=== block 1 ===
--- src/rtl/ru_pkg.sv ---
// Constants shared by the register unit and its dump reader, plus the
// dump reader's state encoding.
package ru_pkg;

  localparam int RU_AW    = 5;
  localparam int RU_DW    = 32;
  localparam int RU_NREGS = 32;

  typedef enum logic [2:0] {
    ST_IDLE   = 3'd0,
    ST_READ   = 3'd1,
    ST_SEND_A = 3'd2,
    ST_SEND_B = 3'd3,
    ST_DONE   = 3'd4
  } ru_dump_state_t;

endpackage

--- src/rtl/ru_dump.sv ---
// Walks x0..x(2**AW-1) two at a time through the RU read ports and streams
// each register value out over a valid/ready handshake.
module ru_dump
  import ru_pkg::*;
#(
  parameter int DW = RU_DW,
  parameter int AW = RU_AW
) (
  input  logic          clk,
  input  logic          rst,
  input  logic          start,
  output logic          busy,
  output logic          done,
  output logic [AW-1:0] rs1,
  output logic [AW-1:0] rs2,
  input  logic [DW-1:0] ruRs1,
  input  logic [DW-1:0] ruRs2,
  output logic          out_valid,
  input  logic          out_ready,
  output logic [DW-1:0] out_data,
  output logic [AW-1:0] out_idx,
  output logic          out_last
);

  localparam logic [AW-1:0] LAST_IDX = {AW{1'b1}};
  localparam logic [AW-1:0] ONE      = {{(AW-1){1'b0}}, 1'b1};
  localparam logic [AW-1:0] TWO      = ONE + ONE;
  localparam logic [AW-1:0] THREE    = TWO + ONE;

  ru_dump_state_t state_q;
  logic [AW-1:0]  idx_q;
  logic [DW-1:0]  a_q;
  logic [DW-1:0]  b_q;
  logic           busy_q;
  logic           done_q;
  logic [AW-1:0]  rs1_q;
  logic [AW-1:0]  rs2_q;
  logic           valid_q;
  logic [AW-1:0]  oidx_q;
  logic           last_q;
  logic [AW-1:0]  idx_hi_d;

  assign idx_hi_d = idx_q + ONE;

  // Dump sequencer: pair counter, capture registers and registered outputs.
  always_ff @(posedge clk or posedge rst) begin
    if (rst) begin
      state_q <= ST_IDLE;
      idx_q   <= '0;
      a_q     <= '0;
      b_q     <= '0;
      busy_q  <= 1'b0;
      done_q  <= 1'b0;
      rs1_q   <= '0;
      rs2_q   <= '0;
      valid_q <= 1'b0;
      oidx_q  <= '0;
      last_q  <= 1'b0;
    end else begin
      case (state_q)
        ST_IDLE: begin
          if (start) begin
            state_q <= ST_READ;
            idx_q   <= '0;
            busy_q  <= 1'b1;
            rs1_q   <= '0;
            rs2_q   <= ONE;
          end else begin
            state_q <= ST_IDLE;
          end
        end
        ST_READ: begin
          a_q     <= ruRs1;
          b_q     <= ruRs2;
          rs1_q   <= '0;
          rs2_q   <= '0;
          valid_q <= 1'b1;
          oidx_q  <= idx_q;
          last_q  <= 1'b0;
          state_q <= ST_SEND_A;
        end
        ST_SEND_A: begin
          if (out_ready) begin
            oidx_q  <= idx_hi_d;
            last_q  <= (idx_hi_d == LAST_IDX);
            state_q <= ST_SEND_B;
          end else begin
            state_q <= ST_SEND_A;
          end
        end
        ST_SEND_B: begin
          if (out_ready) begin
            valid_q <= 1'b0;
            oidx_q  <= '0;
            last_q  <= 1'b0;
            if (last_q) begin
              done_q  <= 1'b1;
              state_q <= ST_DONE;
            end else begin
              // rs1/rs2 are presented already addressed for the next pair
              idx_q   <= idx_q + TWO;
              rs1_q   <= idx_q + TWO;
              rs2_q   <= idx_q + THREE;
              state_q <= ST_READ;
            end
          end else begin
            state_q <= ST_SEND_B;
          end
        end
        ST_DONE: begin
          done_q  <= 1'b0;
          busy_q  <= 1'b0;
          state_q <= ST_IDLE;
        end
        default: begin
          state_q <= ST_IDLE;
          idx_q   <= '0;
          busy_q  <= 1'b0;
          done_q  <= 1'b0;
          rs1_q   <= '0;
          rs2_q   <= '0;
          valid_q <= 1'b0;
          oidx_q  <= '0;
          last_q  <= 1'b0;
        end
      endcase
    end
  end

  assign busy      = busy_q;
  assign done      = done_q;
  assign rs1       = rs1_q;
  assign rs2       = rs2_q;
  assign out_valid = valid_q;
  assign out_idx   = oidx_q;
  assign out_last  = last_q;
  // Data is selected from the captured pair so a stall needs no extra copy.
  assign out_data  = (state_q == ST_SEND_A) ? a_q :
                     (state_q == ST_SEND_B) ? b_q : '0;

endmodule

--- config.mk ---
export PLATFORM = sky130hd
export DESIGN_NAME = ru_dump
export DESIGN_NICKNAME = d
export VERILOG_FILES = /design/src/rtl/ru_pkg.sv /design/src/rtl/ru_dump.sv
export SDC_FILE = /design/constraint.sdc
export NUM_CORES = 1
export LEC_CHECK = 0
export CAP_MARGIN = 0
export CORE_ASPECT_RATIO = 1.2
export CORE_MARGIN = 1.5
export CORE_UTILIZATION = 51
export CTS_CLUSTER_DIAMETER = 30
export DETAILED_ROUTE_END_ITERATION = 8
export PLACE_DENSITY = 0.95
export SETUP_SLACK_MARGIN = 0.4
export SYNTH_ARGS = -nofsm -noshare
export SYNTH_HDL_FRONTEND = slang
export SYNTH_SLANG_ARGS = --single-unit
--- constraint.sdc ---
create_clock -name clk -period 5.45 [get_ports clk]
set_input_delay 1.09 -clock clk [delete_from_list [all_inputs] [get_ports clk]]
set_output_delay 1.09 -clock clk [all_outputs]
set_load 0.02 [all_outputs]
==> block_1/layer_met1.png <==
The bar under the picture is 20 um long. Supply wires on this layer in grey.
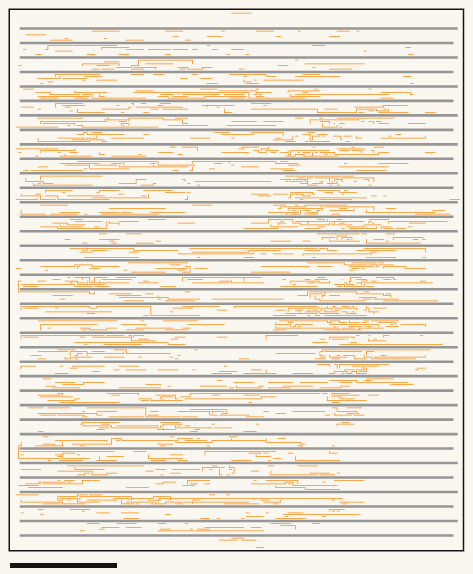
- main direction: horizontal
- nets with wire on the layer: 439
- longest straight run: 32.2 um
- wire length on this layer: 3,790 um
- share of all routed wire: 40%

==> block_1/layer_met2.png <==
The bar under the picture is 20 um long.
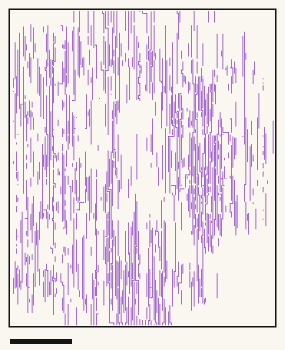
- share of all routed wire: 52%
- longest straight run: 40.6 um
- main direction: vertical
- nets with wire on the layer: 463
- wire length on this layer: 5,020 um

==> reports/qor.yml <==
run_status: "finished, violations left"
violations: "DRC"
io_pins: 119
fillers: 518
timing.critical_path.max_delay_family: "buffers and inverters"
timing.critical_path.slowest_cell_delay_ns: 0.63
crit_slowest_cell: "dfrtp_1"
mappedNetlistArea_mm2: 0.00411
sequential_cell_area_mm2: 0.00228
cts_resized: 0
crit_arrival_ns: 2.54
tap-cell-count: 92
cts.htree.levels: 3
highest-signal-layer: "met4"
finalCritPeriodShare_pct: 66.6
power_frac_comb_pct: 52.1
number_of_drc_violations_after_detailed_routing: 5

=== block 2 ===
==> block_2/layer_met4.png <==
The bar under the picture is 50 um long. Supply wires on this layer in grey.
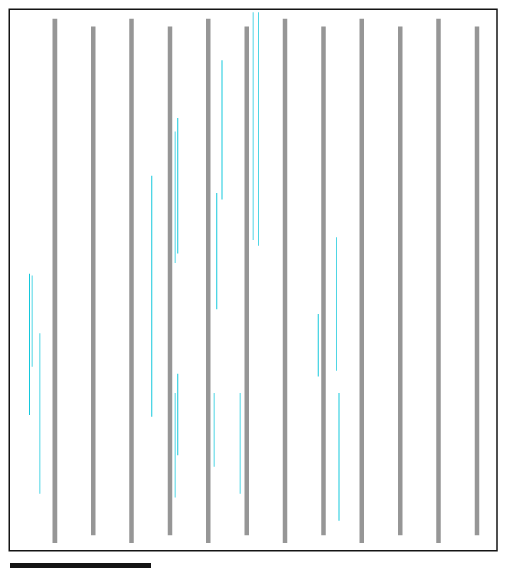
==> block_2/layer_met3.png <==
Cells faint in the background.
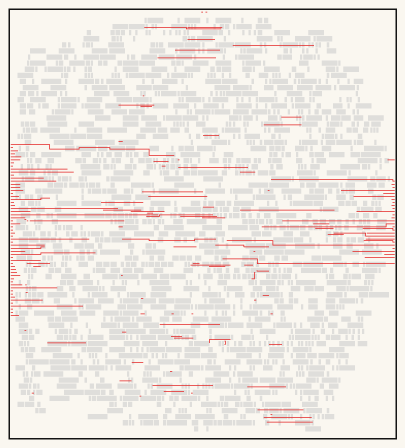
==> block_2/layer_met1.png <==
The bar under the picture is 50 um long. Supply wires on this layer in grey.
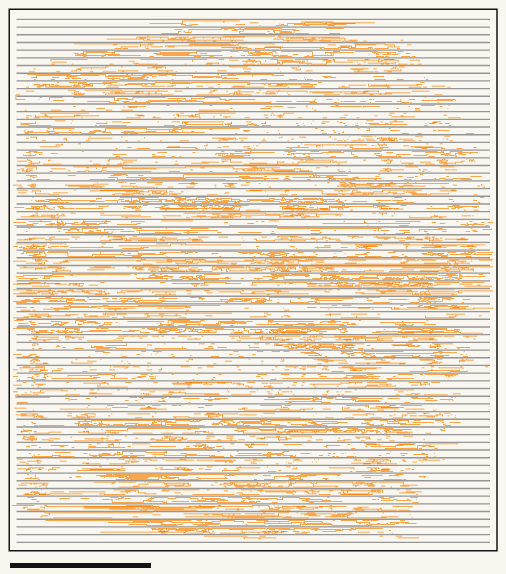
File: config.mk
export PLATFORM = sky130hd
export DESIGN_NAME = tri_edge_fn
export DESIGN_NICKNAME = d
export VERILOG_FILES = /design/src/rtl/tri_stream_test_pkg.sv /design/src/rtl/tri_stream_test_edge_fn.sv
export SDC_FILE = /design/constraint.sdc
export NUM_CORES = 1
export LEC_CHECK = 0
export CAP_MARGIN = 15
export CORE_AREA = 2 2 170 189
export CTS_CLUSTER_DIAMETER = 40
export CTS_CLUSTER_SIZE = 25
export DETAILED_ROUTE_END_ITERATION = 8
export DIE_AREA = 0 0 172 191
export DONT_BUFFER_PORTS = 1
export PLACE_DENSITY_LB_ADDON = 0.1
export SLEW_MARGIN = 20
export SYNTH_ARGS = -nofsm -noshare
export SYNTH_HDL_FRONTEND = slang
export SYNTH_SLANG_ARGS = --single-unit
File: constraint.sdc
create_clock -name clk -period 7.7 [get_ports clk]
set_input_delay 1.54 -clock clk [delete_from_list [all_inputs] [get_ports clk]]
set_output_delay 1.54 -clock clk [all_outputs]
set_load 0.01 [all_outputs]
File: src/rtl/tri_stream_test_pkg.sv
// Shared widths and FSM encoding for the point-in-triangle pipeline.
// Widths are functions of the coordinate width W so every user derives them alike.
package tri_stream_test_pkg;

    typedef enum logic [1:0] {
        LOAD0 = 2'd0,
        LOAD1 = 2'd1,
        LOAD2 = 2'd2,
        RUN   = 2'd3
    } state_e;

    // signed coordinate difference
    function automatic int dw(input int w);
        return w + 1;
    endfunction

    // signed product of two differences
    function automatic int pw(input int w);
        return 2 * w + 2;
    endfunction

    // signed edge function value
    function automatic int ew(input int w);
        return 2 * w + 3;
    endfunction

endpackage

File: src/rtl/tri_stream_test_edge_fn.sv
// One edge function E = (bx-ax)*(py-ay) - (by-ay)*(px-ax), pipelined.
// Ports: clk, rst, edge endpoints a/b and point p (unsigned W), e_o (signed EW).
// Stage 1 registers differences, stage 2 registers products; e_o is the
// combinational difference of the stage-2 products, registered by the caller.
module tri_edge_fn
    import tri_stream_test_pkg::*;
#(
    parameter int W = 11
) (
    input  logic                  clk,
    input  logic                  rst,
    input  logic [W-1:0]          ax_i,
    input  logic [W-1:0]          ay_i,
    input  logic [W-1:0]          bx_i,
    input  logic [W-1:0]          by_i,
    input  logic [W-1:0]          px_i,
    input  logic [W-1:0]          py_i,
    output logic signed [2*W+2:0] e_o
);

    localparam int DW = dw(W);
    localparam int PW = pw(W);
    localparam int EW = ew(W);

    logic signed [DW-1:0] dbx_d, dpy_d, dby_d, dpx_d;
    logic signed [DW-1:0] dbx_q, dpy_q, dby_q, dpx_q;
    logic signed [PW-1:0] m1_d, m2_d, m1_q, m2_q;

    assign dbx_d = $signed({1'b0, bx_i}) - $signed({1'b0, ax_i});
    assign dpy_d = $signed({1'b0, py_i}) - $signed({1'b0, ay_i});
    assign dby_d = $signed({1'b0, by_i}) - $signed({1'b0, ay_i});
    assign dpx_d = $signed({1'b0, px_i}) - $signed({1'b0, ax_i});

    assign m1_d = PW'(dbx_q) * PW'(dpy_q);
    assign m2_d = PW'(dby_q) * PW'(dpx_q);

    assign e_o = EW'(m1_q) - EW'(m2_q);

    always_ff @(posedge clk or posedge rst) begin
        if (rst) begin
            dbx_q <= '0;
            dpy_q <= '0;
            dby_q <= '0;
            dpx_q <= '0;
            m1_q  <= '0;
            m2_q  <= '0;
        end else begin
            dbx_q <= dbx_d;
            dpy_q <= dpy_d;
            dby_q <= dby_d;
            dpx_q <= dpx_d;
            m1_q  <= m1_d;
            m2_q  <= m2_d;
        end
    end

endmodule

==> reports/qor.yml <==
run_status: "complete, no violations"
clock_latency_ns: 0.36
ff_type: "dfrtp_1"
hold_slack_ns: 0.771
stdcell_area_mm2: 0.0168
postSynthSeqShare_pct: 14.9
setup_viol_count_final: 0
report.final.hold_viol_count: 0
simple_gate_area_share_pct: 13.1
seq-cell-share_pct: 14.3
fmax_mhz: 174
synth.cellmix.compoundShare_pct: 8.02
global_route_wire_length_before_repair_um: 60300
layout.nets: 2245
grt_start_max_net_pins: 63
grtUsageTotal_pct: 23.9
grt.met3_usage_pct: 4.12
number_of_standard_cell_rows_in_the_floorplan: 68
mostFrequentLayoutCells: "416 x inv_1, 281 x fa_1, 224 x nand2_1"
async_set_reset_flop_share_out_of_synthesis_pct: 100
finalCritPeriodShare_pct: 74.5
core-area_mm2: 0.0310
synth_top_cell_by_count: "inv_1"
mappedNetlistArea_mm2: 0.0162
drt_first_pass_iters: 5
cts_resized: 0
gr-max-usage-layer: "met2"
cts.htree.levels: 3
final.clkbuf_count: 10
detailroute.wirelength.met3_um: 1950
cts_inserted_buffers: 9
worstPathCellList: "nand2_1 > fa_1 > inv_1 > ha_1 > inv_1 > fa_1 > inv_1 > fa_1 > inv_1 > fa_1 > inv_1 > ha_1 > and2_1 > a31oi_1 > a21oi_1 > a311o_1 > a31o_1 > a221o_1 > a21oi_2 > xnor2_1"
yosys-stat-area_mm2: 0.0162
postCtsSetupBuffers: 0
top_cells_by_area: "fa_1 35%, dfrtp_1 15%, ha_1 13%, inv_1 9.7%, nand2_1 5.2%"
synth.area.mux_share_pct: 0.186
antenna_found_initial: 0
floorplan.die.width_um: 172
About block_2/layer_met4.png:
- wire length on this layer: 809 um
- longest straight run: 85.0 um
- nets with wire on the layer: 16
- share of all routed wire: 2.2%

About block_2/layer_met3.png:
- share of all routed wire: 5.4%
- wire length on this layer: 1,950 um
- longest straight run: 65.6 um
- nets with wire on the layer: 139
- main direction: horizontal

About block_2/layer_met1.png:
- longest straight run: 65.8 um
- nets with wire on the layer: 2,054
- wire length on this layer: 15,700 um



==> notes/layouts.md <==
Pictures saved along the way, in no particular order.

Routing congestion.
Plate I
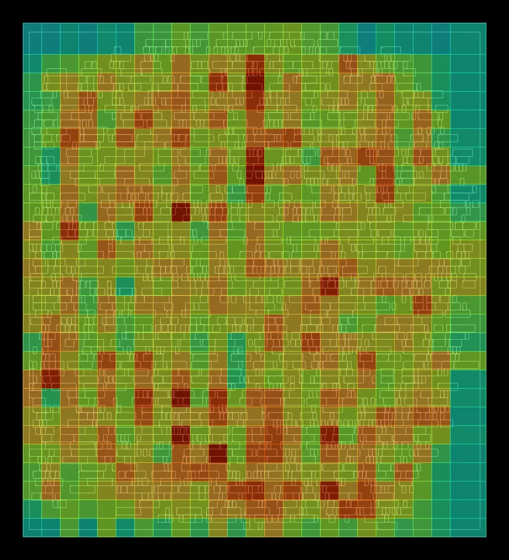
Plate II
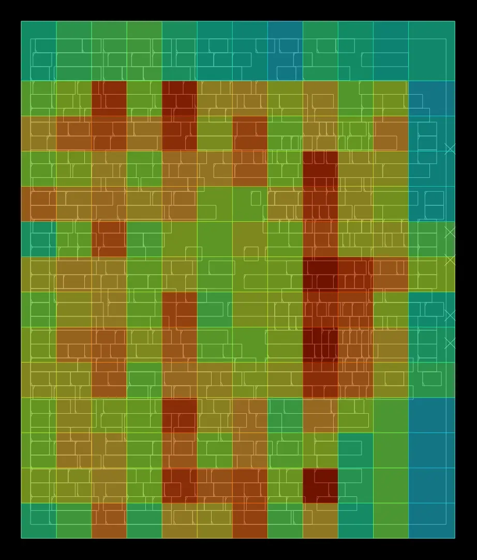
- Plate II = block 1
- Plate I = block 2

